==================== design 1
Fig. 1: design 1, wiring by layer
(3 px per µm)
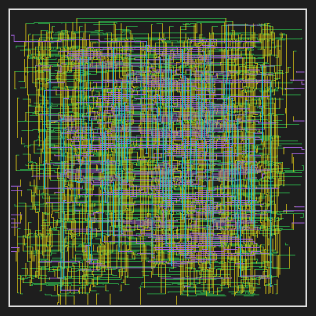

File: config.mk
export PLATFORM = sky130hd
export DESIGN_NAME = craft_round_tail
export DESIGN_NICKNAME = d
export VERILOG_FILES = /design/src/rtl/craft_pkg.sv /design/src/rtl/craft_sbox.sv /design/src/rtl/craft_round_tail.sv
export SDC_FILE = /design/constraint.sdc
export NUM_CORES = 1
export LEC_CHECK = 0
export CORE_UTILIZATION = 55
export DETAILED_ROUTE_END_ITERATION = 8
export GPL_TIMING_DRIVEN = 0
export PLACE_DENSITY = 0.77
export RECOVER_POWER = 100
export SLEW_MARGIN = 40
export SYNTH_ARGS = -nofsm -noshare
export SYNTH_HDL_FRONTEND = slang
export SYNTH_SLANG_ARGS = --single-unit
File: constraint.sdc
create_clock -name clk -period 3 [get_ports clk]
set_input_delay 0.3 -clock clk [delete_from_list [all_inputs] [get_ports clk]]
set_output_delay 0.3 -clock clk [all_outputs]
set_load 0.02 [all_outputs]
File: src/rtl/craft_pkg.sv
// Shared CRAFT constants: S-box, nibble permutation, round-tail FSM states and
// the nibble positions that receive the round constant.
package craft_pkg;

    localparam int NIBBLES = 16;

    localparam logic [3:0] LAST_IDX  = 4'd15;
    localparam logic [3:0] RC_HI_IDX = 4'd4;
    localparam logic [3:0] RC_LO_IDX = 4'd5;

    localparam logic [3:0] PERM [NIBBLES] = '{
        4'd15, 4'd12, 4'd13, 4'd14, 4'd10, 4'd9, 4'd8, 4'd11,
        4'd6,  4'd5,  4'd4,  4'd7,  4'd1,  4'd2, 4'd3, 4'd0
    };

    localparam logic [3:0] SBOX [NIBBLES] = '{
        4'hC, 4'hA, 4'hD, 4'h3, 4'hE, 4'hB, 4'hF, 4'h7,
        4'h8, 4'h9, 4'h1, 4'h5, 4'h0, 4'h2, 4'h4, 4'h6
    };

    typedef enum logic {
        FILL  = 1'b0,
        DRAIN = 1'b1
    } state_e;

endpackage

File: src/rtl/craft_sbox.sv
// Combinational 4-bit CRAFT S-box lookup.
module craft_sbox
    import craft_pkg::*;
(
    input  logic [3:0] x,
    output logic [3:0] y
);

    always_comb begin
        y = SBOX[x];
    end

endmodule

File: src/rtl/craft_round_tail.sv
// Nibble-serial CRAFT round tail: constant/tweakey addition into a 16-nibble
// buffer, then replay through PermuteNibbles and the S-box (or bypass in R31).
module craft_round_tail #(
    parameter int NIBBLES = craft_pkg::NIBBLES
) (
    input  logic       clk,
    input  logic       rst,
    input  logic       in_valid,
    output logic       in_ready,
    input  logic [3:0] in_nibble,
    input  logic [3:0] key_nibble,
    input  logic [7:0] rc,
    input  logic       last_round,
    output logic       out_valid,
    input  logic       out_ready,
    output logic [3:0] out_nibble,
    output logic       out_last
);

    import craft_pkg::*;

    state_e     state_q, state_d;
    logic [3:0] idx_q, idx_d;
    logic [3:0] buf_q [NIBBLES];
    logic [3:0] buf_d [NIBBLES];
    logic [7:0] rc_q, rc_d;
    logic       last_q, last_d;
    logic [3:0] out_nibble_q, out_nibble_d;
    logic       out_last_q, out_last_d;

    logic       in_fire;
    logic       out_fire;
    logic [3:0] rc_nib;
    logic [3:0] drain_idx;
    logic [3:0] sbox_in;
    logic [3:0] sbox_out;
    logic [3:0] tail_nibble;

    assign in_ready   = (state_q == FILL);
    assign out_valid  = (state_q == DRAIN);
    assign out_nibble = out_nibble_q;
    assign out_last   = out_last_q;

    assign in_fire  = in_valid && in_ready;
    assign out_fire = out_valid && out_ready;

    // rc_q is already captured by the time indices 4 and 5 arrive.
    always_comb begin
        rc_nib = 4'd0;
        if (idx_q == RC_HI_IDX) begin
            rc_nib = rc_q[7:4];
        end else if (idx_q == RC_LO_IDX) begin
            rc_nib = rc_q[3:0];
        end
    end

    // NOTE: every always_comb output gets a default first so no path leaves it
    // unassigned; otherwise synthesis infers a latch to hold the old value.
    always_comb begin
        buf_d  = buf_q;
        rc_d   = rc_q;
        last_d = last_q;
        if (in_fire) begin
            buf_d[idx_q] = in_nibble ^ key_nibble ^ rc_nib;
            if (idx_q == 4'd0) begin
                rc_d   = rc;
                last_d = last_round;
            end
        end
    end

    // Next nibble to present: index 0 when leaving FILL, idx+1 while draining.
    // Reading buf_d forwards the index-15 write made on the same edge.
    always_comb begin
        drain_idx   = (state_q == FILL) ? 4'd0 : idx_q + 4'd1;
        sbox_in     = buf_d[PERM[drain_idx]];
        tail_nibble = last_q ? buf_d[drain_idx] : sbox_out;
    end

    craft_sbox u_sbox (
        .x (sbox_in),
        .y (sbox_out)
    );

    always_comb begin
        state_d      = state_q;
        idx_d        = idx_q;
        out_nibble_d = out_nibble_q;
        out_last_d   = out_last_q;
        case (state_q)
            FILL: begin
                if (in_fire) begin
                    idx_d = idx_q + 4'd1;
                    if (idx_q == LAST_IDX) begin
                        state_d      = DRAIN;
                        out_nibble_d = tail_nibble;
                        out_last_d   = 1'b0;
                    end
                end
            end
            DRAIN: begin
                if (out_fire) begin
                    idx_d = idx_q + 4'd1;
                    if (idx_q == LAST_IDX) begin
                        state_d      = FILL;
                        out_nibble_d = 4'd0;
                        out_last_d   = 1'b0;
                    end else begin
                        out_nibble_d = tail_nibble;
                        out_last_d   = (drain_idx == LAST_IDX);
                    end
                end
            end
            default: begin
                state_d = FILL;
            end
        endcase
    end

    // NOTE: sequential state uses non-blocking assignments so every flop samples
    // pre-edge values regardless of statement order.
    always_ff @(posedge clk) begin
        if (rst) begin
            state_q      <= FILL;
            idx_q        <= 4'd0;
            rc_q         <= 8'd0;
            last_q       <= 1'b0;
            out_nibble_q <= 4'd0;
            out_last_q   <= 1'b0;
            // NOTE: the buffer is reset on purpose so a discarded partial round
            // cannot leak into the next one; this keeps it in flops, not RAM.
            for (int i = 0; i < NIBBLES; i++) begin
                buf_q[i] <= 4'd0;
            end
        end else begin
            state_q      <= state_d;
            idx_q        <= idx_d;
            rc_q         <= rc_d;
            last_q       <= last_d;
            out_nibble_q <= out_nibble_d;
            out_last_q   <= out_last_d;
            buf_q        <= buf_d;
        end
    end

endmodule

==================== design 2
### config.mk
export PLATFORM = sky130hd
export DESIGN_NAME = cordic_xy_serial
export DESIGN_NICKNAME = d
export VERILOG_FILES = /design/src/rtl/cordic_xy_serial.sv
export SDC_FILE = /design/constraint.sdc
export NUM_CORES = 1
export LEC_CHECK = 0
export ABC_AREA = 0
export CORE_ASPECT_RATIO = 0.75
export CORE_MARGIN = 8
export CORE_UTILIZATION = 50
export CTS_BUF_LIST = sky130_fd_sc_hd__clkbuf_8
export CTS_CLUSTER_SIZE = 40
export DETAILED_ROUTE_END_ITERATION = 8
export PLACE_DENSITY = 0.87
export SYNTH_ARGS = -nofsm -noshare
export SYNTH_HDL_FRONTEND = slang
export SYNTH_SLANG_ARGS = --single-unit
### constraint.sdc
create_clock -name clk -period 8 [get_ports clk]
set_input_delay 1.6 -clock clk [delete_from_list [all_inputs] [get_ports clk]]
set_output_delay 1.6 -clock clk [all_outputs]
set_load 0.02 [all_outputs]
### src/rtl/cordic_xy_serial.sv
// Bit-serial CORDIC X/Y rotation datapath: one shift-add/sub micro-rotation per W clocks, LSB first.
// Optional macro CORDIC_XY_OVF_EN adds a sticky signed-overflow flag output (ovf).
module cordic_xy_serial #(
  parameter int W    = 16,
  parameter int ITER = 16,
  parameter int CW   = 4
) (
  input  logic          clk,
  input  logic          rst_n,
  input  logic          start,
  input  logic [W-1:0]  x0,
  input  logic [W-1:0]  y0,
  input  logic          z_sign,
  output logic          busy,
  output logic          done,
  output logic [W-1:0]  x_out,
  output logic [W-1:0]  y_out,
  output logic [CW-1:0] iter_idx,
  output logic [CW-1:0] bit_idx,
  output logic [1:0]    dbg_state
`ifdef CORDIC_XY_OVF_EN
  ,
  output logic          ovf
`endif
);

  // Handshake: start is a level sampled only in IDLE; done is a one-cycle
  // pulse marking x_out/y_out valid; busy covers RUN and DONE.
  typedef enum logic [1:0] {S_IDLE = 2'd0, S_RUN = 2'd1, S_DONE = 2'd2} state_t;

  localparam logic [CW-1:0] B_LAST   = CW'(W - 1);
  localparam logic [CW-1:0] I_LAST   = CW'(ITER - 1);
  localparam logic [CW:0]   TAP_LAST = (CW + 1)'(W - 1);

  state_t         state_q;
  logic [W-1:0]   x_cur_q, y_cur_q, x_acc_q, y_acc_q;
  logic           cx_q, cy_q, d_q, done_q;
  logic [CW-1:0]  bit_q, iter_q;
`ifdef CORDIC_XY_OVF_EN
  logic           ovf_q;
`endif

  logic [CW:0]    tap_sum;
  logic [CW-1:0]  tap;
  logic           d, xs, ys, sub_x, sub_y, op_x, op_y;
  logic           cin_x, cin_y, sum_x, sum_y, cout_x, cout_y, xb, yb;

  always_comb begin
    tap_sum = {1'b0, bit_q} + {1'b0, iter_q};
    // Clamping the tap at the MSB replicates the sign bit: arithmetic shift.
    tap     = (tap_sum > TAP_LAST) ? B_LAST : tap_sum[CW-1:0];
    d       = (bit_q == '0) ? z_sign : d_q;
    xs      = x_cur_q[tap];
    ys      = y_cur_q[tap];
    xb      = x_cur_q[bit_q];
    yb      = y_cur_q[bit_q];
    sub_x   = ~d;
    sub_y   = d;
    op_x    = ys ^ sub_x;
    op_y    = xs ^ sub_y;
    cin_x   = (bit_q == '0) ? sub_x : cx_q;
    cin_y   = (bit_q == '0) ? sub_y : cy_q;
    sum_x   = xb ^ op_x ^ cin_x;
    sum_y   = yb ^ op_y ^ cin_y;
    cout_x  = (xb & op_x) | (cin_x & (xb ^ op_x));
    cout_y  = (yb & op_y) | (cin_y & (yb ^ op_y));
  end

  always_ff @(posedge clk or negedge rst_n) begin
    if (!rst_n) begin
      state_q <= S_IDLE;
      x_cur_q <= '0;
      y_cur_q <= '0;
      x_acc_q <= '0;
      y_acc_q <= '0;
      cx_q    <= 1'b0;
      cy_q    <= 1'b0;
      d_q     <= 1'b0;
      done_q  <= 1'b0;
      bit_q   <= '0;
      iter_q  <= '0;
`ifdef CORDIC_XY_OVF_EN
      ovf_q   <= 1'b0;
`endif
    end else begin
      done_q <= 1'b0;
      case (state_q)
        S_IDLE: begin
          if (start) begin
            x_cur_q <= x0;
            y_cur_q <= y0;
            x_acc_q <= '0;
            y_acc_q <= '0;
            cx_q    <= 1'b0;
            cy_q    <= 1'b0;
            bit_q   <= '0;
            iter_q  <= '0;
`ifdef CORDIC_XY_OVF_EN
            ovf_q   <= 1'b0;
`endif
            state_q <= S_RUN;
          end
        end
        S_RUN: begin
          d_q     <= d;
          cx_q    <= cout_x;
          cy_q    <= cout_y;
          x_acc_q <= {sum_x, x_acc_q[W-1:1]};
          y_acc_q <= {sum_y, y_acc_q[W-1:1]};
          if (bit_q == B_LAST) begin
            x_cur_q <= {sum_x, x_acc_q[W-1:1]};
            y_cur_q <= {sum_y, y_acc_q[W-1:1]};
`ifdef CORDIC_XY_OVF_EN
            ovf_q   <= ovf_q | (cin_x ^ cout_x) | (cin_y ^ cout_y);
`endif
            bit_q   <= '0;
            if (iter_q == I_LAST) begin
              iter_q  <= '0;
              done_q  <= 1'b1;
              state_q <= S_DONE;
            end else begin
              iter_q <= iter_q + 1'b1;
            end
          end else begin
            bit_q <= bit_q + 1'b1;
          end
        end
        S_DONE:  state_q <= S_IDLE;
        default: state_q <= S_IDLE;
      endcase
    end
  end

  assign busy      = (state_q != S_IDLE);
  assign done      = done_q;
  assign x_out     = x_cur_q;
  assign y_out     = y_cur_q;
  assign iter_idx  = iter_q;
  assign bit_idx   = bit_q;
  assign dbg_state = state_q;
`ifdef CORDIC_XY_OVF_EN
  assign ovf       = ovf_q;
`endif

endmodule

Fig. 2: design 2, wiring by layer
(2 px per µm)
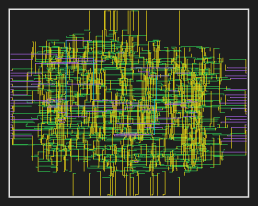
metal 4: shown in cyan, wire length 92.7 µm. metal 3: shown in purple, wire length 814 µm. metal 1: shown in green, wire length 4900 µm. metal 2: shown in yellow, wire length 4680 µm.

==> qor.yml, design 2 <==
status:
  outcome: "finished clean"
pwr:
  power_density_nw_per_um2: 477
  clock_power_share_pct: 12.5
  power_top_consumer: "combinational cells"
synthesis:
  synth.area.top_cells: "dfrtp_1 48%, nand2_1 12%, mux4_2 5.7%"
  mux_area_share_pct: 8.04
  post-synth-top-count-cell: "nand2_1"
  mappedNetlistNets: 475
  synth-async-reset-ratio_pct: 100
cts:
  clk_path_buf_depth: 2
  numClockSinks: 76
  tritoncts: "yes"
  cts_resized: 0
  clkTransAtPathRegs_ns: 0.09
  tritoncts.num_buffers: 9
die:
  die_y_um: 93.1
  fp_util_pct: 50.8
route:
  detail_route.wirelength.met1_um: 4900
final_layout:
  instances_no_fill: 607
  num-nonclk-inverters: 7
  final_common_cell: "nand2_1"
  final_core_util_pct: 64.2
  sh_seq_area_pct: 37.9
  signal_buffers: 84
setup_path:
  r2r_start: "bit_idx[0]"
  crit_chain: "ha_1, fa_1, nand3_2, nand2_2, a2111oi_0, a2111oi_0, o32ai_1, xor2_1, fa_1, nor2_1, a21oi_1, a21oi_1"
  critical_path_class: "reg2reg"
  count_of_cell_instances_traversed_by_the_critical_path: 12
  cp_data_arrival_time_ns: 4.34
job:
  timing.max_cap.violations: 0
sta:
  totalNegativeSetupSlack_ns: 0
  timing.final.crit_share_pct: 50.7
  timing.final.max_slew_violations: 0
global_route:
  groute.layer.met1.usage_pct: 26.6
Fig. 3: design 1, clock wires, drivers and flops
(4 px per µm)
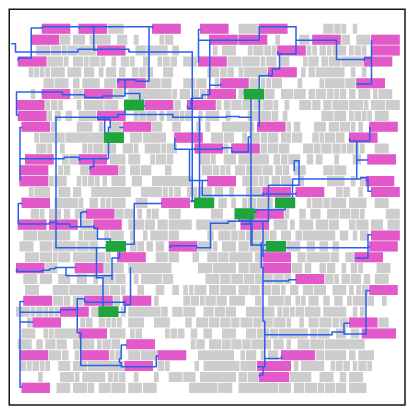
flip-flops: shown in magenta, count 83. clock wires: shown in blue, length 1170 µm. clock drivers: shown in green, count 9.
There are 10 routed clock nets. Position of the flops: widely spread.

Notes on Fig. 1 above:
metal 4: shown in cyan, wire length 1810 µm. metal 1: shown in green, wire length 8190 µm. metal 2: shown in yellow, wire length 9050 µm. metal 3: shown in purple, wire length 3380 µm.

==> qor.yml, design 1 <==
hold_path:
  worst_hold_path_type: "in2reg"
sta:
  fmaxAchievable_ghz: 0.328
  timing.final.max_slew_violations: 0
  max-slew-margin-rel_pct: 40.1
  timing.final.ws_setup_ns: -0.0475
  tightestPinTransition_ns: 0.892
  totalNegativeSetupSlack_ns: -0.0600
  timing.final.crit_share_pct: 102
  finalHoldWorstSlack_ns: 0.456
  setup-violations-final: 3
synthesis:
  area_fraction_in_and_or_nand_and_nor_cells_pct: 25.6
  yosys.area_share.xor_xnor_pct: 3.25
  post-synth-top-count-cell: "nor2_1"
  synth_stat.cells: 671
die:
  die-width_um: 98.5
  fp-row-count: 34
status:
  violations: "design-rule violations, negative setup slack"
  outcome: "finished, violations left"
route:
  route.detailed.drc: 2
  detail_route.wirelength.met1_um: 8190
  final_routed_wirelength_across_all_metal_layers_um: 22400
  avgViaCountPerCell: 7.26
  top_layer_used: "met4"
final_layout:
  layout-area-overhead-vs-synth_pct: 34.0
  layout.nets: 780
  diodes: 0
  buf_share_pct: 14.0
cts:
  clk_root_buffer_cell: "clkbuf_8"
  clkTransAtPathRegs_ns: 0.12
  tritoncts.num_buffers: 9
pwr:
  comb_power_share_pct: 19.7
  clock_power_share_pct: 37.1
  totalPowerFinal_uw: 2650
global_route:
  grt_pass1_vias: 5593
  globalRouteOverflowTotal: 0
  grt_use_met3_pct: 13.5
setup_path:
  timing.critical_path.from: "idx_q[0]"
  critPathCaptureType: "register"
  max_stage_delay_ns: 0.40
  timing.critical_path.max_delay_family: "AND-OR/OR-AND gates"
  setup.worst_path.start_class: "register"
placed_design:
  detailed_place_hpwl_um: 14900
  dp_slack_ns: -1.14

==> gallery <==
Selected gate families.
panel A
(3 px per µm)
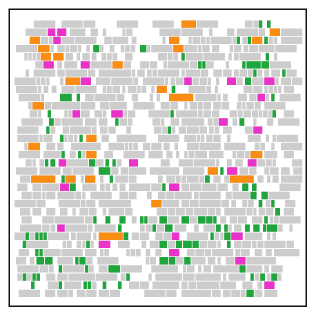
panel B
(2 px per µm)
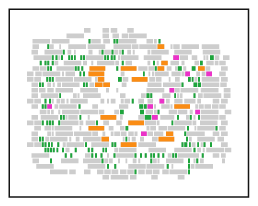
design 2: panel B
design 1: panel A


==================== design 3
Fig. 4: design 3, signal wires on met3
(4 px per µm)
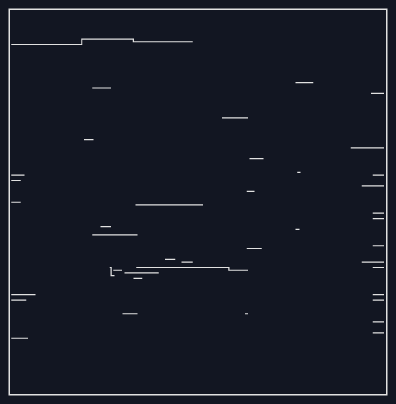

$ cat src/rtl/vending_machine_multi.sv
// Multi-product vending controller: coin credit, buy/refund/restock transactions,
// yes/no outcome hold, and a multiplexed active-low hex credit display.
module vending_machine_multi #(
  parameter int N_ITEMS     = 4,
  parameter int SEL_W       = 2,
  parameter int COIN_W      = 4,
  parameter int CREDIT_W    = 8,
  parameter int STOCK_W     = 4,
  parameter int INIT_STOCK  = 5,
  parameter logic [N_ITEMS*CREDIT_W-1:0] PRICES = {8'd12, 8'd10, 8'd8, 8'd5},
  parameter int HOLD_CYC    = 4,
  parameter int REFRESH_DIV = 16
) (
  input  logic                clk,
  input  logic                rst,
  input  logic                load,
  input  logic [COIN_W-1:0]   b_in,
  input  logic [SEL_W-1:0]    sel,
  input  logic                buy,
  input  logic                refund,
  input  logic                restock,
  output logic                yes,
  output logic                no,
  output logic [CREDIT_W-1:0] change,
  output logic                change_valid,
  output logic [N_ITEMS-1:0]  empty,
  output logic [6:0]          seg,
  output logic [3:0]          an
);

  localparam int HC_W = $clog2(HOLD_CYC) + 1;
  localparam int RD_W = $clog2(REFRESH_DIV);

  typedef enum logic [2:0] {
    S_IDLE,
    S_CHECK,
    S_VEND,
    S_FAIL,
    S_HOLD
  } state_t;

  state_t state_q, state_d;

  // Request bit order: {restock, refund, buy, load}
  logic [3:0]          req_s_q, req_s_d;
  logic [3:0]          req_p_q, req_p_d;
  logic [COIN_W-1:0]   coin_s_q, coin_s_d;
  logic [SEL_W-1:0]    sel_s_q, sel_s_d;

  logic [CREDIT_W-1:0] credit_q, credit_d;
  logic [STOCK_W-1:0]  stock_q [N_ITEMS];
  logic [STOCK_W-1:0]  stock_d [N_ITEMS];
  logic [SEL_W-1:0]    sel_q, sel_d;
  logic                yes_q, yes_d;
  logic                no_q, no_d;
  logic [CREDIT_W-1:0] change_q, change_d;
  logic                change_valid_q, change_valid_d;
  logic [HC_W-1:0]     hold_q, hold_d;

  logic [RD_W-1:0]     refresh_q, refresh_d;
  logic [1:0]          digit_q, digit_d;
  logic [6:0]          seg_q, seg_d;
  logic [3:0]          an_q, an_d;

  logic [3:0]          rise;
  logic [CREDIT_W:0]   credit_sum;
  logic [CREDIT_W-1:0] credit_loaded;
  logic                sel_found;
  logic [CREDIT_W-1:0] price_sel;
  logic [STOCK_W-1:0]  stock_sel;
  logic [15:0]         credit_ext;
  logic [3:0]          nibble;

  function automatic logic [6:0] hex_glyph(input logic [3:0] n);
    case (n)
      4'h0:    hex_glyph = 7'b1000000;
      4'h1:    hex_glyph = 7'b1111001;
      4'h2:    hex_glyph = 7'b0100100;
      4'h3:    hex_glyph = 7'b0110000;
      4'h4:    hex_glyph = 7'b0011001;
      4'h5:    hex_glyph = 7'b0010010;
      4'h6:    hex_glyph = 7'b0000010;
      4'h7:    hex_glyph = 7'b1111000;
      4'h8:    hex_glyph = 7'b0000000;
      4'h9:    hex_glyph = 7'b0010000;
      4'hA:    hex_glyph = 7'b0001000;
      4'hB:    hex_glyph = 7'b0000011;
      4'hC:    hex_glyph = 7'b1000110;
      4'hD:    hex_glyph = 7'b0100001;
      4'hE:    hex_glyph = 7'b0000110;
      default: hex_glyph = 7'b0001110;
    endcase
  endfunction

  always_ff @(posedge clk or posedge rst) begin
    if (rst) begin
      state_q        <= S_IDLE;
      req_s_q        <= '0;
      req_p_q        <= '0;
      coin_s_q       <= '0;
      sel_s_q        <= '0;
      credit_q       <= '0;
      for (int i = 0; i < N_ITEMS; i++) stock_q[i] <= STOCK_W'(INIT_STOCK);
      sel_q          <= '0;
      yes_q          <= 1'b0;
      no_q           <= 1'b0;
      change_q       <= '0;
      change_valid_q <= 1'b0;
      hold_q         <= '0;
      refresh_q      <= '0;
      digit_q        <= '0;
      seg_q          <= 7'b1000000;
      an_q           <= 4'b1110;
    end else begin
      state_q        <= state_d;
      req_s_q        <= req_s_d;
      req_p_q        <= req_p_d;
      coin_s_q       <= coin_s_d;
      sel_s_q        <= sel_s_d;
      credit_q       <= credit_d;
      stock_q        <= stock_d;
      sel_q          <= sel_d;
      yes_q          <= yes_d;
      no_q           <= no_d;
      change_q       <= change_d;
      change_valid_q <= change_valid_d;
      hold_q         <= hold_d;
      refresh_q      <= refresh_d;
      digit_q        <= digit_d;
      seg_q          <= seg_d;
      an_q           <= an_d;
    end
  end

  // Inputs are sampled once, then compared with their previous sample to find rises.
  always_comb begin
    req_s_d  = {restock, refund, buy, load};
    req_p_d  = req_s_q;
    coin_s_d = b_in;
    sel_s_d  = sel;
    rise     = req_s_q & ~req_p_q;

    credit_sum    = {1'b0, credit_q} + (CREDIT_W+1)'(coin_s_q);
    credit_loaded = credit_q;
    if (rise[0]) begin
      credit_loaded = credit_sum[CREDIT_W] ? {CREDIT_W{1'b1}} : credit_sum[CREDIT_W-1:0];
    end

    sel_found = 1'b0;
    price_sel = '0;
    stock_sel = '0;
    for (int i = 0; i < N_ITEMS; i++) begin
      if (sel_q == SEL_W'(i)) begin
        sel_found = 1'b1;
        price_sel = PRICES[i*CREDIT_W +: CREDIT_W];
        stock_sel = stock_q[i];
      end
    end
  end

  always_comb begin
    state_d        = state_q;
    credit_d       = credit_q;
    stock_d        = stock_q;
    sel_d          = sel_q;
    yes_d          = yes_q;
    no_d           = no_q;
    change_d       = change_q;
    change_valid_d = 1'b0;
    hold_d         = hold_q;

    case (state_q)
      // The coin lands even when another request wins this cycle.
      S_IDLE: begin
        credit_d = credit_loaded;
        if (rise[2]) begin
          change_d       = credit_loaded;
          change_valid_d = 1'b1;
          credit_d       = '0;
        end else if (rise[1]) begin
          sel_d   = sel_s_q;
          state_d = S_CHECK;
        end else if (rise[3]) begin
          for (int i = 0; i < N_ITEMS; i++) begin
            if (sel_s_q == SEL_W'(i)) stock_d[i] = STOCK_W'(INIT_STOCK);
          end
        end
      end
      S_CHECK: begin
        if (!sel_found || stock_sel == '0 || credit_q < price_sel) state_d = S_FAIL;
        else state_d = S_VEND;
      end
      S_VEND: begin
        credit_d = credit_q - price_sel;
        for (int i = 0; i < N_ITEMS; i++) begin
          if (sel_q == SEL_W'(i)) stock_d[i] = stock_q[i] - STOCK_W'(1);
        end
        yes_d   = 1'b1;
        hold_d  = '0;
        state_d = S_HOLD;
      end
      S_FAIL: begin
        no_d    = 1'b1;
        hold_d  = '0;
        state_d = S_HOLD;
      end
      S_HOLD: begin
        if (hold_q == HC_W'(HOLD_CYC - 1)) begin
          yes_d   = 1'b0;
          no_d    = 1'b0;
          state_d = S_IDLE;
        end else begin
          hold_d = hold_q + HC_W'(1);
        end
      end
      default: state_d = S_IDLE;
    endcase
  end

  // seg is computed for the digit that an will select after this edge, so both switch together.
  always_comb begin
    if (refresh_q == RD_W'(REFRESH_DIV - 1)) begin
      refresh_d = '0;
      digit_d   = digit_q + 2'd1;
    end else begin
      refresh_d = refresh_q + RD_W'(1);
      digit_d   = digit_q;
    end
    credit_ext = 16'(credit_q);
    nibble     = credit_ext[{digit_d, 2'b00} +: 4];
    seg_d      = hex_glyph(nibble);
    an_d       = ~(4'b0001 << digit_d);
  end

  always_comb begin
    for (int i = 0; i < N_ITEMS; i++) empty[i] = (stock_q[i] == '0);
  end

  assign yes          = yes_q;
  assign no           = no_q;
  assign change       = change_q;
  assign change_valid = change_valid_q;
  assign seg          = seg_q;
  assign an           = an_q;

endmodule

$ cat config.mk
export PLATFORM = sky130hd
export DESIGN_NAME = vending_machine_multi
export DESIGN_NICKNAME = d
export VERILOG_FILES = /design/src/rtl/vending_machine_multi.sv
export SDC_FILE = /design/constraint.sdc
export NUM_CORES = 1
export LEC_CHECK = 0
export ABC_AREA = 1
export ABC_CLOCK_PERIOD_IN_PS = 2700
export CORE_AREA = 2 2 92 94
export DETAILED_ROUTE_END_ITERATION = 12
export DIE_AREA = 0 0 94 96
export PLACE_DENSITY = 0.71
export SYNTH_ARGS = -nofsm -noshare
export SYNTH_HDL_FRONTEND = slang
export SYNTH_SLANG_ARGS = --single-unit
$ cat constraint.sdc
create_clock -name clk -period 2.7 [get_ports clk]
set_clock_uncertainty 0.2 [all_clocks]
set_input_delay 0.81 -clock clk [delete_from_list [all_inputs] [get_ports clk]]
set_output_delay 0.81 -clock clk [all_outputs]
set_load 0.1 [all_outputs]
==================== design 4
<file path="config.mk">
export PLATFORM = sky130hd
export DESIGN_NAME = uart_tx_fifo
export DESIGN_NICKNAME = d
export VERILOG_FILES = /design/src/rtl/uart_tx_fifo.sv
export SDC_FILE = /design/constraint.sdc
export NUM_CORES = 1
export LEC_CHECK = 0
export ABC_AREA = 1
export CORE_MARGIN = 10
export CORE_UTILIZATION = 30
export DETAILED_ROUTE_END_ITERATION = 7
export SLEW_MARGIN = 15
export SYNTH_ARGS = -nofsm -noshare
export SYNTH_HDL_FRONTEND = slang
export SYNTH_SLANG_ARGS = --single-unit
</file>
<file path="constraint.sdc">
create_clock -name clk -period 6.6 [get_ports clk]
set_input_delay 1.98 -clock clk [delete_from_list [all_inputs] [get_ports clk]]
set_output_delay 1.98 -clock clk [all_outputs]
set_load 0.03 [all_outputs]
</file>
<file path="src/rtl/uart_tx_fifo.sv">
// uart_tx_fifo: byte UART transmitter with input FIFO and internal baud counter.
// Define UART_TX_PARITY_EN to insert a parity bit after the data bits.
module uart_tx_fifo #(
  parameter int CLK_FREQ_HZ = 100_000_000,
  parameter int BAUD        = 115_200,
  parameter int FIFO_DEPTH  = 4,
  parameter int STOP_BITS   = 1,
  parameter int PARITY_ODD  = 0
) (
  input  logic                               clk,
  input  logic                               reset,
  input  logic [7:0]                         data_in,
  input  logic                               data_valid,
  output logic                               ready,
  output logic                               tx,
  output logic                               busy,
  output logic [$clog2(FIFO_DEPTH+1)-1:0]    level,
  output logic                               overflow
);
  localparam int CPB = (CLK_FREQ_HZ + BAUD / 2) / BAUD;
  localparam int AW  = $clog2(FIFO_DEPTH);
  localparam int CW  = $clog2(CPB);
  localparam int LW  = $clog2(FIFO_DEPTH + 1);

  if (CPB < 4 || FIFO_DEPTH < 2 || (FIFO_DEPTH & (FIFO_DEPTH - 1)) != 0 ||
      STOP_BITS < 1 || STOP_BITS > 2 || PARITY_ODD < 0 || PARITY_ODD > 1) begin : g_bad_params
    $error("uart_tx_fifo: unsupported parameter combination");
  end

  typedef enum logic [2:0] {
    ST_IDLE, ST_START, ST_DATA, ST_STOP
`ifdef UART_TX_PARITY_EN
    , ST_PARITY
`endif
  } state_t;

  state_t         state, state_n;
  logic [7:0]     mem [FIFO_DEPTH];
  logic [AW-1:0]  wptr, rptr;
  logic [7:0]     sh;
  logic [CW-1:0]  cnt;
  logic [2:0]     bit_cnt;
  logic           push, pop, tick, tx_n;
`ifdef UART_TX_PARITY_EN
  logic           par;
`endif

  assign ready = level != LW'(FIFO_DEPTH);
  assign push  = data_valid && ready;
  assign tick  = cnt == '0;

  always_comb begin
    state_n = state;
    pop     = 1'b0;
    tx_n    = 1'b1;
    case (state)
      ST_IDLE: begin
        pop     = level != '0;
        state_n = pop ? ST_START : ST_IDLE;
      end
      ST_START: begin
        tx_n    = 1'b0;
        state_n = tick ? ST_DATA : ST_START;
      end
      ST_DATA: begin
        tx_n = sh[0];
`ifdef UART_TX_PARITY_EN
        state_n = (tick && bit_cnt == 3'd7) ? ST_PARITY : ST_DATA;
`else
        state_n = (tick && bit_cnt == 3'd7) ? ST_STOP : ST_DATA;
`endif
      end
`ifdef UART_TX_PARITY_EN
      ST_PARITY: begin
        tx_n    = par;
        state_n = tick ? ST_STOP : ST_PARITY;
      end
`endif
      ST_STOP: begin
        if (tick && bit_cnt == 3'(STOP_BITS - 1)) begin
          pop     = level != '0;
          state_n = pop ? ST_START : ST_IDLE;
        end
      end
      default: state_n = ST_IDLE;
    endcase
  end

  always_ff @(posedge clk)
    if (push) mem[wptr] <= data_in;

  always_ff @(posedge clk) begin
    if (reset) begin
      state    <= ST_IDLE;
      wptr     <= '0;
      rptr     <= '0;
      level    <= '0;
      overflow <= 1'b0;
      tx       <= 1'b1;
      busy     <= 1'b0;
      sh       <= '0;
      cnt      <= '0;
      bit_cnt  <= '0;
`ifdef UART_TX_PARITY_EN
      par      <= 1'b0;
`endif
    end else begin
      state    <= state_n;
      tx       <= tx_n;
      busy     <= state != ST_IDLE;
      wptr     <= push ? wptr + 1'b1 : wptr;
      rptr     <= pop ? rptr + 1'b1 : rptr;
      level    <= level + LW'(push) - LW'(pop);
      overflow <= overflow | (data_valid && !ready);
      if (pop) begin
        sh      <= mem[rptr];
        cnt     <= CW'(CPB - 1);
        bit_cnt <= '0;
`ifdef UART_TX_PARITY_EN
        par     <= (^mem[rptr]) ^ (PARITY_ODD != 0);
`endif
      end else if (state != ST_IDLE) begin
        // Every bit lasts CPB cycles; bit_cnt restarts whenever the state changes.
        cnt <= tick ? CW'(CPB - 1) : cnt - 1'b1;
        if (tick) begin
          bit_cnt <= (state != state_n) ? 3'd0 : bit_cnt + 3'd1;
          if (state == ST_DATA) sh <= sh >> 1;
        end
      end
    end
  end
endmodule

</file>
==================== design 5
$ cat src/rtl/clock_gate_pkg.sv
// Shared types and helpers for the per-peripheral clock-request controller.
package clock_gate_pkg;

  typedef enum logic [1:0] {
    CG_OFF  = 2'd0,
    CG_WAKE = 2'd1,
    CG_ON   = 2'd2
  } cg_state_t;

  localparam int STATS_W = 16;

  // Bits needed to hold values 0..max_val; never less than one bit.
  function automatic int cg_cnt_w(input int max_val);
    return (max_val < 1) ? 1 : $clog2(max_val + 1);
  endfunction

endpackage

$ cat src/rtl/clock_gate_chan.sv
// One clock-request channel: OFF/WAKE/ON FSM with wake and idle counters.
// Optional gated-cycle statistics counter under CLK_GATE_STATS_EN.
module clock_gate_chan
  import clock_gate_pkg::*;
#(
  parameter int IDLE_CYC = 16,
  parameter int WAKE_CYC = 2
) (
  input  logic               clk_in,
  input  logic               rst_n,
  input  logic               scan_en,
  input  logic               act,
`ifdef CLK_GATE_STATS_EN
  input  logic               stats_clr,
  output logic [STATS_W-1:0] gated_cnt,
`endif
  output logic               req_o,
  output logic               ack_o,
  output cg_state_t          state_o
);

  localparam int WAKE_W = cg_cnt_w(WAKE_CYC);
  localparam int IDLE_W = cg_cnt_w(IDLE_CYC);
  localparam logic [WAKE_W-1:0] WAKE_LAST = WAKE_W'(WAKE_CYC - 1);
  localparam logic [IDLE_W-1:0] IDLE_LAST = IDLE_W'(IDLE_CYC - 1);

  cg_state_t         state_q, state_d;
  logic [WAKE_W-1:0] wake_cnt_q, wake_cnt_d;
  logic [IDLE_W-1:0] idle_cnt_q, idle_cnt_d;
  logic              req_q, req_d;
  logic              ack_q, ack_d;

  always_comb begin
    state_d    = state_q;
    wake_cnt_d = wake_cnt_q;
    idle_cnt_d = idle_cnt_q;
    req_d      = req_q;
    ack_d      = ack_q;
    // Scan mode freezes the channel; the top forces the outputs high.
    if (!scan_en) begin
      unique case (state_q)
        CG_OFF: begin
          if (act) begin
            state_d    = CG_WAKE;
            wake_cnt_d = '0;
            req_d      = 1'b1;
          end
        end
        CG_WAKE: begin
          if (wake_cnt_q == WAKE_LAST) begin
            state_d    = CG_ON;
            idle_cnt_d = '0;
            ack_d      = 1'b1;
          end else begin
            wake_cnt_d = wake_cnt_q + 1'b1;
          end
        end
        CG_ON: begin
          if (act) begin
            idle_cnt_d = '0;
          end else if (idle_cnt_q == IDLE_LAST) begin
            state_d    = CG_OFF;
            idle_cnt_d = '0;
            req_d      = 1'b0;
            ack_d      = 1'b0;
          end else begin
            idle_cnt_d = idle_cnt_q + 1'b1;
          end
        end
        default: begin
          state_d = CG_OFF;
          req_d   = 1'b0;
          ack_d   = 1'b0;
        end
      endcase
    end
  end

  always_ff @(posedge clk_in or negedge rst_n) begin
    if (!rst_n) begin
      state_q    <= CG_OFF;
      wake_cnt_q <= '0;
      idle_cnt_q <= '0;
      req_q      <= 1'b0;
      ack_q      <= 1'b0;
    end else begin
      state_q    <= state_d;
      wake_cnt_q <= wake_cnt_d;
      idle_cnt_q <= idle_cnt_d;
      req_q      <= req_d;
      ack_q      <= ack_d;
    end
  end

  assign req_o   = req_q;
  assign ack_o   = ack_q;
  assign state_o = state_q;

`ifdef CLK_GATE_STATS_EN
  logic [STATS_W-1:0] stats_q, stats_d;

  // Clear wins over increment; the count sticks at all-ones.
  always_comb begin
    stats_d = stats_q;
    if (stats_clr) begin
      stats_d = '0;
    end else if (!scan_en && (state_q == CG_OFF) && (stats_q != '1)) begin
      stats_d = stats_q + 1'b1;
    end
  end

  always_ff @(posedge clk_in or negedge rst_n) begin
    if (!rst_n) begin
      stats_q <= '0;
    end else begin
      stats_q <= stats_d;
    end
  end

  assign gated_cnt = stats_q;
`endif

endmodule

$ cat src/rtl/clock_gate_ctrl.sv
// N independent clock-request channels plus scan override and all_idle decode.
// Define CLK_GATE_STATS_EN to add stats_clr and per-channel gated_cnt counters.
module clock_gate_ctrl
  import clock_gate_pkg::*;
#(
  parameter int N        = 4,
  parameter int IDLE_CYC = 16,
  parameter int WAKE_CYC = 2
) (
  input  logic                 clk_in,
  input  logic                 rst_n,
  input  logic                 scan_en,
  input  logic [N-1:0]         wake_req,
  input  logic [N-1:0]         busy,
  input  logic [N-1:0]         force_on,
`ifdef CLK_GATE_STATS_EN
  input  logic                 stats_clr,
  output logic [N*STATS_W-1:0] gated_cnt,
`endif
  output logic [N-1:0]         clk_req,
  output logic [N-1:0]         clk_ack,
  output logic                 all_idle
);

  logic [N-1:0] req_vec;
  logic [N-1:0] ack_vec;
  logic [N-1:0] off_vec;

  for (genvar i = 0; i < N; i++) begin : g_chan
    logic      act;
    cg_state_t st;

    assign act = wake_req[i] | busy[i] | force_on[i];

    clock_gate_chan #(
      .IDLE_CYC (IDLE_CYC),
      .WAKE_CYC (WAKE_CYC)
    ) u_chan (
      .clk_in    (clk_in),
      .rst_n     (rst_n),
      .scan_en   (scan_en),
      .act       (act),
`ifdef CLK_GATE_STATS_EN
      .stats_clr (stats_clr),
      .gated_cnt (gated_cnt[i*STATS_W +: STATS_W]),
`endif
      .req_o     (req_vec[i]),
      .ack_o     (ack_vec[i]),
      .state_o   (st)
    );

    assign off_vec[i] = (st == CG_OFF);
  end

  // Combinational scan bypass: outputs return to registered values the moment scan_en drops.
  assign clk_req  = scan_en ? {N{1'b1}} : req_vec;
  assign clk_ack  = scan_en ? {N{1'b1}} : ack_vec;
  assign all_idle = &off_vec;

endmodule

$ cat config.mk
export PLATFORM = sky130hd
export DESIGN_NAME = clock_gate_ctrl
export DESIGN_NICKNAME = d
export VERILOG_FILES = /design/src/rtl/clock_gate_pkg.sv /design/src/rtl/clock_gate_chan.sv /design/src/rtl/clock_gate_ctrl.sv
export SDC_FILE = /design/constraint.sdc
export NUM_CORES = 1
export LEC_CHECK = 0
export ABC_AREA = 1
export CAP_MARGIN = 30
export CORE_AREA = 2 2 100 54
export CTS_BUF_LIST = sky130_fd_sc_hd__clkbuf_8
export CTS_CLUSTER_SIZE = 28
export DETAILED_ROUTE_END_ITERATION = 8
export DIE_AREA = 0 0 102 56
export PLACE_DENSITY = 0.76
export SLEW_MARGIN = 20
export SYNTH_ARGS = -nofsm -noshare
export SYNTH_HDL_FRONTEND = slang
export SYNTH_SLANG_ARGS = --single-unit
$ cat constraint.sdc
create_clock -name clk_in -period 1.25 [get_ports clk_in]
set_input_delay 0.25 -clock clk_in [delete_from_list [all_inputs] [get_ports clk_in]]
set_output_delay 0.25 -clock clk_in [all_outputs]
set_load 0.02 [all_outputs]
==================== design 6
[src/rtl/not_gate_pkg.sv]
// -----------------------------------------------------------------------------
// not_gate_pkg
//
// Shared definitions for the not_gate_bank slice:
//   - state_e  : reload FSM states of the top level (RUN, DRAIN, LOAD).
//   - all_ones : builds an all-ones constant of a given width. It supplies the
//                default polarity mask, so the bank is a plain inverter array
//                out of reset.
// -----------------------------------------------------------------------------
package not_gate_pkg;

    // Widest bank the slice supports. all_ones() returns a vector of this size.
    localparam int MAX_WIDTH = 64;

    // Mask-reload sequencing states.
    //   ST_RUN   : normal streaming; a reload request moves to ST_DRAIN.
    //   ST_DRAIN : input blocked until the output register is empty.
    //   ST_LOAD  : one-cycle capture of the new mask (cfg_ready high).
    typedef enum logic [1:0] {
        ST_RUN   = 2'd0,
        ST_DRAIN = 2'd1,
        ST_LOAD  = 2'd2
    } state_e;

    // Returns a MAX_WIDTH-bit vector with the low `width` bits set.
    // Callers cast the result down to their own width.
    function automatic logic [MAX_WIDTH-1:0] all_ones(input int width);
        logic [MAX_WIDTH-1:0] r;
        r = '0;
        for (int i = 0; i < MAX_WIDTH; i++) begin
            if (i < width) begin
                r[i] = 1'b1;
            end
        end
        return r;
    endfunction

endpackage : not_gate_pkg

[src/rtl/not_gate_stage.sv]
// -----------------------------------------------------------------------------
// not_gate_stage
//
// Single valid/ready register stage. It holds one word and sustains one
// word per cycle when the consumer keeps out_ready high.
//
// Ports:
//   clk        in   clock, rising edge
//   rst        in   synchronous active-high reset (clears data and valid)
//   en         in   upstream acceptance enable; when 0 the stage refuses new
//                   words but can still deliver the word it holds
//   din        in   WIDTH  word to capture
//   in_valid   in   din is valid
//   in_ready   out  stage accepts din this cycle (combinational)
//   dout       out  WIDTH  held word
//   out_valid  out  dout is valid
//   out_ready  in   consumer accepts dout
// -----------------------------------------------------------------------------
module not_gate_stage #(
    parameter int WIDTH = 15
) (
    input  logic             clk,
    input  logic             rst,
    input  logic             en,
    input  logic [WIDTH-1:0] din,
    input  logic             in_valid,
    output logic             in_ready,
    output logic [WIDTH-1:0] dout,
    output logic             out_valid,
    input  logic             out_ready
);

    logic [WIDTH-1:0] data_d,  data_q;
    logic             valid_d, valid_q;
    logic             xfer_in;
    logic             xfer_out;

    // A slot is free when the register is empty or its word leaves this
    // same cycle, which is what gives back-to-back throughput.
    assign in_ready = en & (~valid_q | out_ready);

    assign xfer_in  = in_valid & in_ready;
    assign xfer_out = valid_q & out_ready;

    always_comb begin
        data_d  = data_q;
        valid_d = valid_q;
        if (xfer_in) begin
            // New word replaces any word departing this cycle.
            data_d  = din;
            valid_d = 1'b1;
        end else if (xfer_out) begin
            valid_d = 1'b0;
        end
        // Otherwise hold: covers both idle and stalled (valid & !ready).
    end

    always_ff @(posedge clk) begin
        if (rst) begin
            data_q  <= '0;
            valid_q <= 1'b0;
        end else begin
            data_q  <= data_d;
            valid_q <= valid_d;
        end
    end

    assign dout      = data_q;
    assign out_valid = valid_q;

endmodule : not_gate_stage

[src/rtl/not_gate_bank.sv]
// -----------------------------------------------------------------------------
// not_gate_bank
//
// WIDTH-channel registered inverter bank with a runtime polarity mask.
// Each output bit is din XOR mask: a mask bit of 1 inverts that channel,
// 0 passes it through. Data flows through one valid/ready stage with a
// latency of one cycle.
//
// The mask is reloaded through a separate handshake. To keep every word
// consistent, a reload first blocks new input and waits for the output
// register to empty, then captures cfg_mask in a single LOAD cycle. The
// first word accepted after LOAD uses the new mask.
//
// Ports:
//   sys_clk    in   clock, rising edge
//   sys_rst    in   synchronous active-high reset
//   din        in   WIDTH  input word
//   in_valid   in   din is valid
//   in_ready   out  din accepted this cycle (0 during reset, DRAIN, LOAD)
//   dout       out  WIDTH  registered din ^ mask
//   out_valid  out  dout is valid
//   out_ready  in   consumer accepts dout
//   cfg_mask   in   WIDTH  new mask, stable while cfg_valid is high
//   cfg_valid  in   reload request
//   cfg_ready  out  one-cycle pulse in the cycle cfg_mask is captured
//   mask_q     out  WIDTH  active mask
// -----------------------------------------------------------------------------
module not_gate_bank
    import not_gate_pkg::*;
#(
    parameter int               WIDTH    = 15,
    parameter logic [WIDTH-1:0] DEF_MASK = WIDTH'(all_ones(WIDTH))
) (
    input  logic             sys_clk,
    input  logic             sys_rst,
    input  logic [WIDTH-1:0] din,
    input  logic             in_valid,
    output logic             in_ready,
    output logic [WIDTH-1:0] dout,
    output logic             out_valid,
    input  logic             out_ready,
    input  logic [WIDTH-1:0] cfg_mask,
    input  logic             cfg_valid,
    output logic             cfg_ready,
    output logic [WIDTH-1:0] mask_q
);

    state_e           state_d, state_q;
    logic             cfg_ready_d, cfg_ready_q;
    logic [WIDTH-1:0] mask_d;
    logic             stage_en;
    logic [WIDTH-1:0] stage_din;

    // Input is only taken while streaming and never while reset is asserted.
    assign stage_en  = (state_q == ST_RUN) & ~sys_rst;

    // Polarity is applied on the way in, so the held word already carries
    // the mask that was active when it was accepted.
    assign stage_din = din ^ mask_q;

    not_gate_stage #(
        .WIDTH (WIDTH)
    ) u_stage (
        .clk       (sys_clk),
        .rst       (sys_rst),
        .en        (stage_en),
        .din       (stage_din),
        .in_valid  (in_valid),
        .in_ready  (in_ready),
        .dout      (dout),
        .out_valid (out_valid),
        .out_ready (out_ready)
    );

    // Reload sequencing. cfg_ready is registered: it is set on the edge that
    // enters LOAD, so it is high for exactly the LOAD cycle.
    always_comb begin
        state_d     = state_q;
        cfg_ready_d = 1'b0;
        mask_d      = mask_q;
        unique case (state_q)
            ST_RUN: begin
                // A word accepted in this same cycle still uses the old mask.
                if (cfg_valid) begin
                    state_d = ST_DRAIN;
                end
            end
            ST_DRAIN: begin
                if (!cfg_valid) begin
                    // Request withdrawn before capture: resume, mask unchanged.
                    state_d = ST_RUN;
                end else if (!out_valid || out_ready) begin
                    // Output empty now, or its last word leaves on this edge.
                    state_d     = ST_LOAD;
                    cfg_ready_d = 1'b1;
                end
            end
            ST_LOAD: begin
                mask_d  = cfg_mask;
                state_d = ST_RUN;
            end
            default: begin
                state_d = ST_RUN;
            end
        endcase
    end

    always_ff @(posedge sys_clk) begin
        if (sys_rst) begin
            state_q     <= ST_RUN;
            cfg_ready_q <= 1'b0;
            mask_q      <= DEF_MASK;
        end else begin
            state_q     <= state_d;
            cfg_ready_q <= cfg_ready_d;
            mask_q      <= mask_d;
        end
    end

    assign cfg_ready = cfg_ready_q;

endmodule : not_gate_bank

[config.mk]
export PLATFORM = sky130hd
export DESIGN_NAME = not_gate_bank
export DESIGN_NICKNAME = d
export VERILOG_FILES = /design/src/rtl/not_gate_pkg.sv /design/src/rtl/not_gate_stage.sv /design/src/rtl/not_gate_bank.sv
export SDC_FILE = /design/constraint.sdc
export NUM_CORES = 1
export LEC_CHECK = 0
export ABC_AREA = 1
export CORE_ASPECT_RATIO = 1.25
export CORE_MARGIN = 5
export CORE_UTILIZATION = 37
export DETAILED_ROUTE_END_ITERATION = 10
export PLACE_DENSITY = 0.73
export REMOVE_ABC_BUFFERS = 1
export SYNTH_ARGS = -nofsm -noshare
export SYNTH_HDL_FRONTEND = slang
export SYNTH_SLANG_ARGS = --single-unit
[constraint.sdc]
create_clock -name sys_clk -period 1 [get_ports sys_clk]
set_input_delay 0.15 -clock sys_clk [delete_from_list [all_inputs] [get_ports sys_clk]]
set_output_delay 0.15 -clock sys_clk [all_outputs]
set_load 0.02 [all_outputs]
Fig. 5: design 5, selected gate families
(4 px per µm)
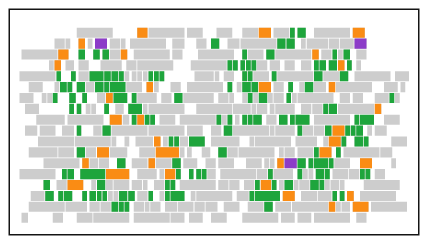
XOR/XNOR gates: shown in purple, cells 3. NAND gates: shown in green, cells 141. inverting AOI/OAI gates: shown in orange, cells 34, where widely spread.

==> qor.yml, design 5 <==
status:
  outcome: "finished, violations left"
  violations: "negative setup slack"
job:
  tool_warnings: 28
cts:
  post-cts-setup-buffers: 18
  clk_path_buf_depth: 2
  numClockSinks: 44
  cts-htree-levels: 2
  tritoncts.num_buffers: 5
pwr:
  intPower_uw: 3660
  switching_power_uw: 2470
  pwr-share-seq_pct: 32.2
  totalPowerFinal_uw: 6130
  switching_share_pct: 40.3
setup_path:
  count_of_cell_instances_traversed_by_the_critical_path: 4
  worstRegToRegCells: 9
  critical_path.reg2reg.endpoint: "g_chan[0].u_chan.idle_cnt_q[3]"
  worst-r2r-setup-slack_ns: -0.15
  critPathCaptureType: "primary output"
sta:
  timing.final.ws_setup_ns: -0.247
  setup-violations-final: 29
  finalCriticalPeriod_ns: 1.50
  fmaxAchievable_ghz: 0.668
global_route:
  global_route_wire_length_before_repair_um: 10500
  busiest_layer: "met2"
  number_of_antenna_violations_at_the_first_check_in_global_routing: 0
synthesis:
  synth_adder_area_share_pct: 4.04
  syn_area_per_cell_um2: 7.56
  top_area_cell: "dfrtp_1"
  yosys.area_share.xor_xnor_pct: 1.06
final_layout:
  multiInputGateArea_um2: 1490
  largest_register: "g_chan.u_chan.idle_cnt_q"
route:
  top_layer_used: "met4"
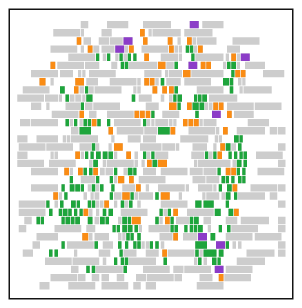
Fig. 6. Selected gate families (design 3).
(3 px per µm)
inverting AOI/OAI gates: shown in orange, cells 71. XOR/XNOR gates: shown in purple, cells 9. NAND gates: shown in green, cells 178.

Fig. 7: design 3, clock routing
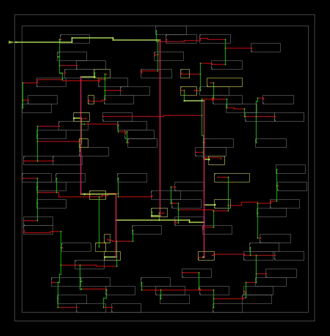
total clock buffers created by CTS: 9
clock group total power: 950 µW
final-layout clock buffer total: 9
Insertion Delay late pin: 0.36 ns
number of clock sinks seen by CTS: 74

Notes on Fig. 4 above:
The longest straight run is 23.0 µm. The layer holds 2.7% of the routed length.

==> qor.yml, design 3 <==
sta:
  final_hold_viol_count: 0
  timing.final.max_slew_violations: 0
  finalCriticalPeriod_ns: 2.52
synthesis:
  post_synth_inst_count: 494
  mappedNetlistArea_um2: 4090
  ys_seq_elements: 74
  mappedNetlistNets: 535
  synth.area.top_cells: "dfrtp_1 38%, nand2_1 12%, ha_1 8.3%"
  post-synth-top-count-cell: "nand2_1"
  synthTopLogicFamily: "simple AND/OR/NAND/NOR gates"
  ys_top_cells_by_count: "134 x nand2_1, 71 x inv_1, 62 x dfrtp_1"
  syn_area_per_cell_um2: 8.27
  mux_area_share_pct: 0.245
  top_area_cell: "dfrtp_1"
  synth-async-reset-ratio_pct: 100
job:
  tool_warnings: 37
  timing.max_cap.violations: 0
global_route:
  global_route_wire_length_before_repair_um: 13900
  groute.layer.met1.usage_pct: 26.5
  grt_pass1_vias: 3086
placed_design:
  dp_slack_ns: 0.412
  port-buffer-count: 37
  placement.cell_area_um2: 4660
die:
  fp-row-count: 33
  die-width_um: 94
route:
  ant_nets: 0
  avgViaCountPerCell: 5.04
  dr_total_vias: 3289
  met2WireLength_um: 3810
final_layout:
  num-multi-input-gates: 339
  largest_cell_class: "combinational gates"
  layout.nets: 584
  largest_register: "stock_q"
  signal_buffers: 44
  diodes: 0
status:
  outcome: "finished clean"
pwr:
  power_top_consumer: "combinational cells"
  comb_power_share_pct: 55.0
  seq_cell_power_uw: 1760
  pwr-share-seq_pct: 29.3
hold_path:
  hold_path_depth: 0
  hold_end: "req_p_q[1]"
setup_path:
  r2r_start: "refresh_q[0]"
  setup.worst_path.start_class: "register"
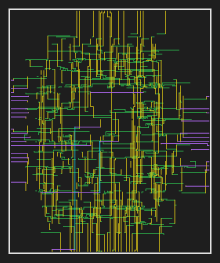
Fig. 8. Wiring by layer (design 6).
(3 px per µm)
metal 1: shown in green, wire length 1530 µm. metal 2: shown in yellow, wire length 2020 µm. metal 3: shown in purple, wire length 247 µm. metal 4: shown in cyan, wire length 57.8 µm.

==> qor.yml, design 6 <==
status:
  outcome: "finished, violations left"
  violations: "negative setup slack"
job:
  timing.max_cap.violations: 0
final_layout:
  sh_seq_area_pct: 29.0
  final_common_cell: "nand2_1"
  regArea_um2: 683
  instances_no_fill: 337
  signal_buffers: 96
  final_core_util_pct: 61.1
placed_design:
  placement.cell_area_um2: 2390
  port-buffer-count: 67
  dp_slack_ns: -0.663
  finalWeightedCongestion: 0.775
synthesis:
  post_synth_inst_count: 188
  ys_top_cells_by_count: "65 x nand2_1, 34 x dfxtp_1, 25 x nand3_1"
  yosysTopAreaCellShare_pct: 45.8
  yosysUniqueCellTypes: 19
  edf_count: 0
  area_fraction_in_and_or_nand_and_nor_cells_pct: 31.6
route:
  dr_total_vias: 1438
cts:
  clock.latency.late_pin_ns: 0.28
  post-cts-setup-buffers: 0
  numClockSinks: 34
die:
  die-width_um: 66.7
  fp_util_pct: 38.6
  fp-row-count: 25
sta:
  finalCriticalPeriod_ns: 1.18
  setup-violations-final: 18
  timing.final.ws_setup_ns: -0.181
pwr:
  clock_power_uw: 950
  vdd_ir_drop_max_uv: 917
setup_path:
  cp_data_arrival_time_ns: 1.03
  worst-r2r-setup-slack_ns: -0.14
  critical_path.endpoint: "in_ready"
Fig. 9: design 4, wiring by layer
(2 px per µm)
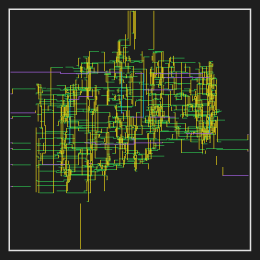
metal 1: shown in green, wire length 2670 µm. metal 2: shown in yellow, wire length 2760 µm. metal 4: shown in cyan, wire length 72.1 µm. metal 3: shown in purple, wire length 252 µm.

Fig. 10: design 4, clock wires, drivers and flops
(4 px per µm)
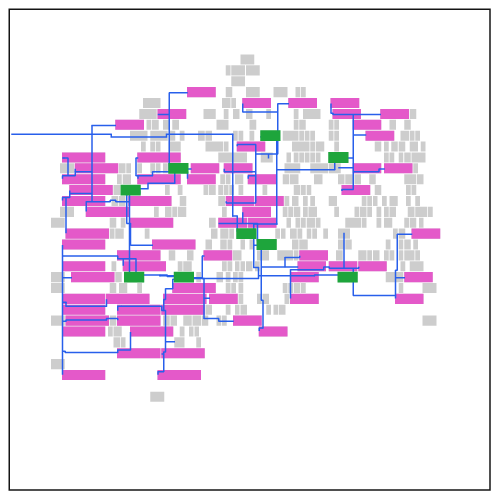
flip-flops: shown in magenta, count 68. clock drivers: shown in green, count 9. clock wires: shown in blue, length 848 µm.
There are 10 routed clock nets.

==> qor.yml, design 4 <==
pwr:
  vdd_ir_drop_max_uv: 149
  power_top_consumer: "sequential cells"
  clock_power_uw: 314
  static-leakage-power_uw: 0.00138
  intPower_uw: 805
global_route:
  groute.layer.met1.usage_pct: 10.3
  globalRouteOverflowTotal: 0
  grtUsageTotal_pct: 8.52
  busiest_layer: "met2"
route:
  wl_met3_um: 251
  avgViaCountPerCell: 4.48
  ant_nets: 0
  final_routed_wirelength_across_all_metal_layers_um: 5760
  initialDrtViolationCount: 84
  detailedRoute.firstPassIterationCount: 4
synthesis:
  synth.area.top_cells: "edfxtp_1 32%, dfxtp_1 24%, nor2_1 7.0%"
  area_fraction_in_and_or_nand_and_nor_cells_pct: 19.8
  synth-async-reset-ratio_pct: 0
  yosysUniqueCellTypes: 29
  synth_adder_area_share_pct: 4.44
  post-synth-top-count-cell: "nor2_1"
  mappedNetlistArea_um2: 2990
die:
  io-pin-count: 18
  floorplan.tapcells: 133
  die_y_um: 120
  fp-row-count: 36
  die_area_um2: 14400
cts:
  cts_resized: 0
  clkTransAtPathRegs_ns: 0.08
  clock.latency.late_pin_ns: 0.35
  clk_root_buffer_cell: "clkbuf_8"
  tritoncts.num_buffers: 9
final_layout:
  largest_register: "mem"
  final_layout_size_suffix_gt1_share_pct: 8.89
  buf_share_pct: 4.90
  signal_buffers: 17
  final_core_util_pct: 35.7
  design_area_um2: 3470
  instances_no_fill: 493
hold_path:
  worst_hold_path_type: "reg2reg"
  min_from: "overflow"
placed_design:
  dp_slack_ns: 2.72
  placed_instance_count: 477
  placement.cell_area_um2: 3290
setup_path:
  crit_chain: "inv_1, nand3_1, clkdlybuf4s50_1"
  critical_path.endpoint: "ready"
  critPathCaptureType: "primary output"
  critical_path.reg2reg.endpoint: "level[2]"
  slowest_stage: "clkdlybuf4s50_1"
  setup.worst_path.start_class: "register"
sta:
  finalHoldWorstSlack_ns: 0.455
  timing.final.ws_setup_ns: 2.89
  fmaxAchievable_ghz: 0.270
status:
  outcome: "finished clean"


==> layout pictures side by side <==
Clock routing.
picture 1
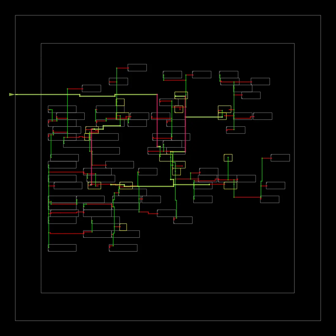
picture 2
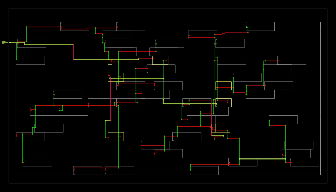
picture 3
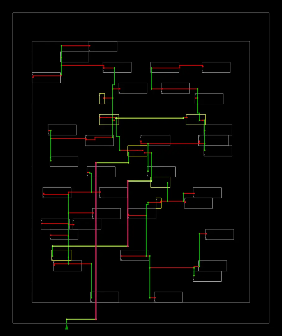
picture 4
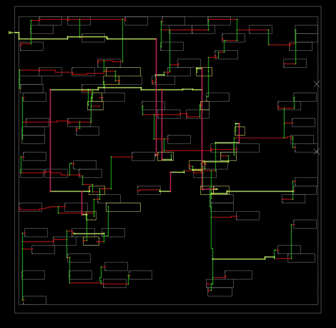
picture 5
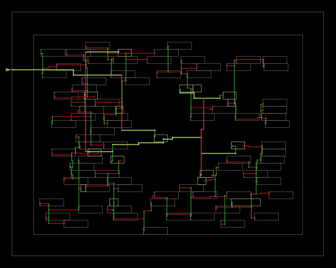
- design 4 = picture 1
- design 5 = picture 2
- design 6 = picture 3
- design 1 = picture 4
- design 2 = picture 5
- fewest sequential cells: picture 3


## Gallery

Clock wires, drivers and flops.
(a)
(6 px per µm)
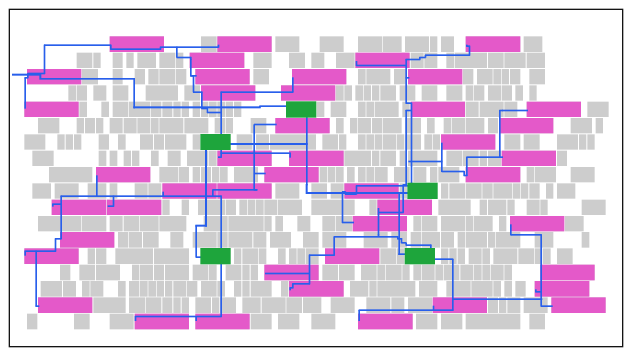
(b)
(4 px per µm)
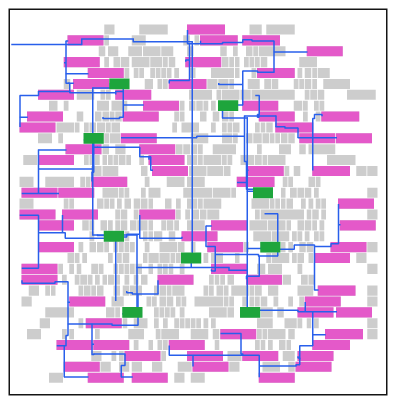
(c)
(6 px per µm)
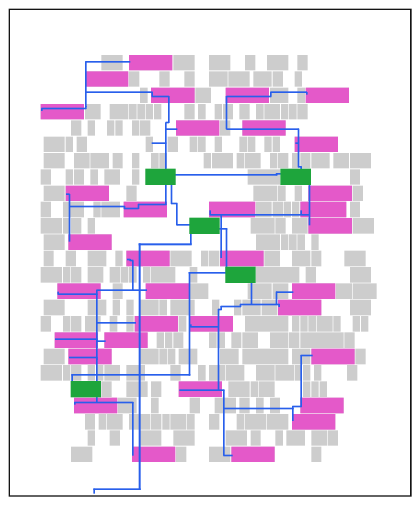
(d)
(4 px per µm)
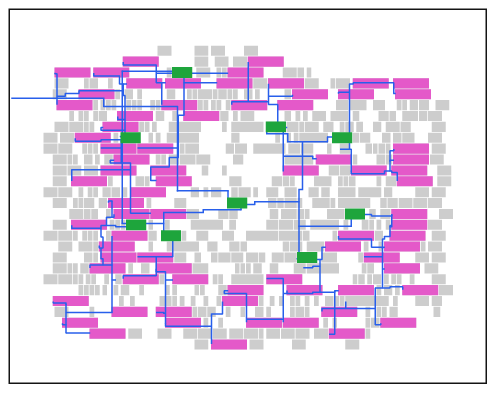
The one with the fewest sequential cells is (c).
The one with the largest die is (d).
design 6 -> (c)
design 5 -> (a)
design 2 -> (d)
design 3 -> (b)

No activity file was given, so power comes from the tool's default toggle rates.
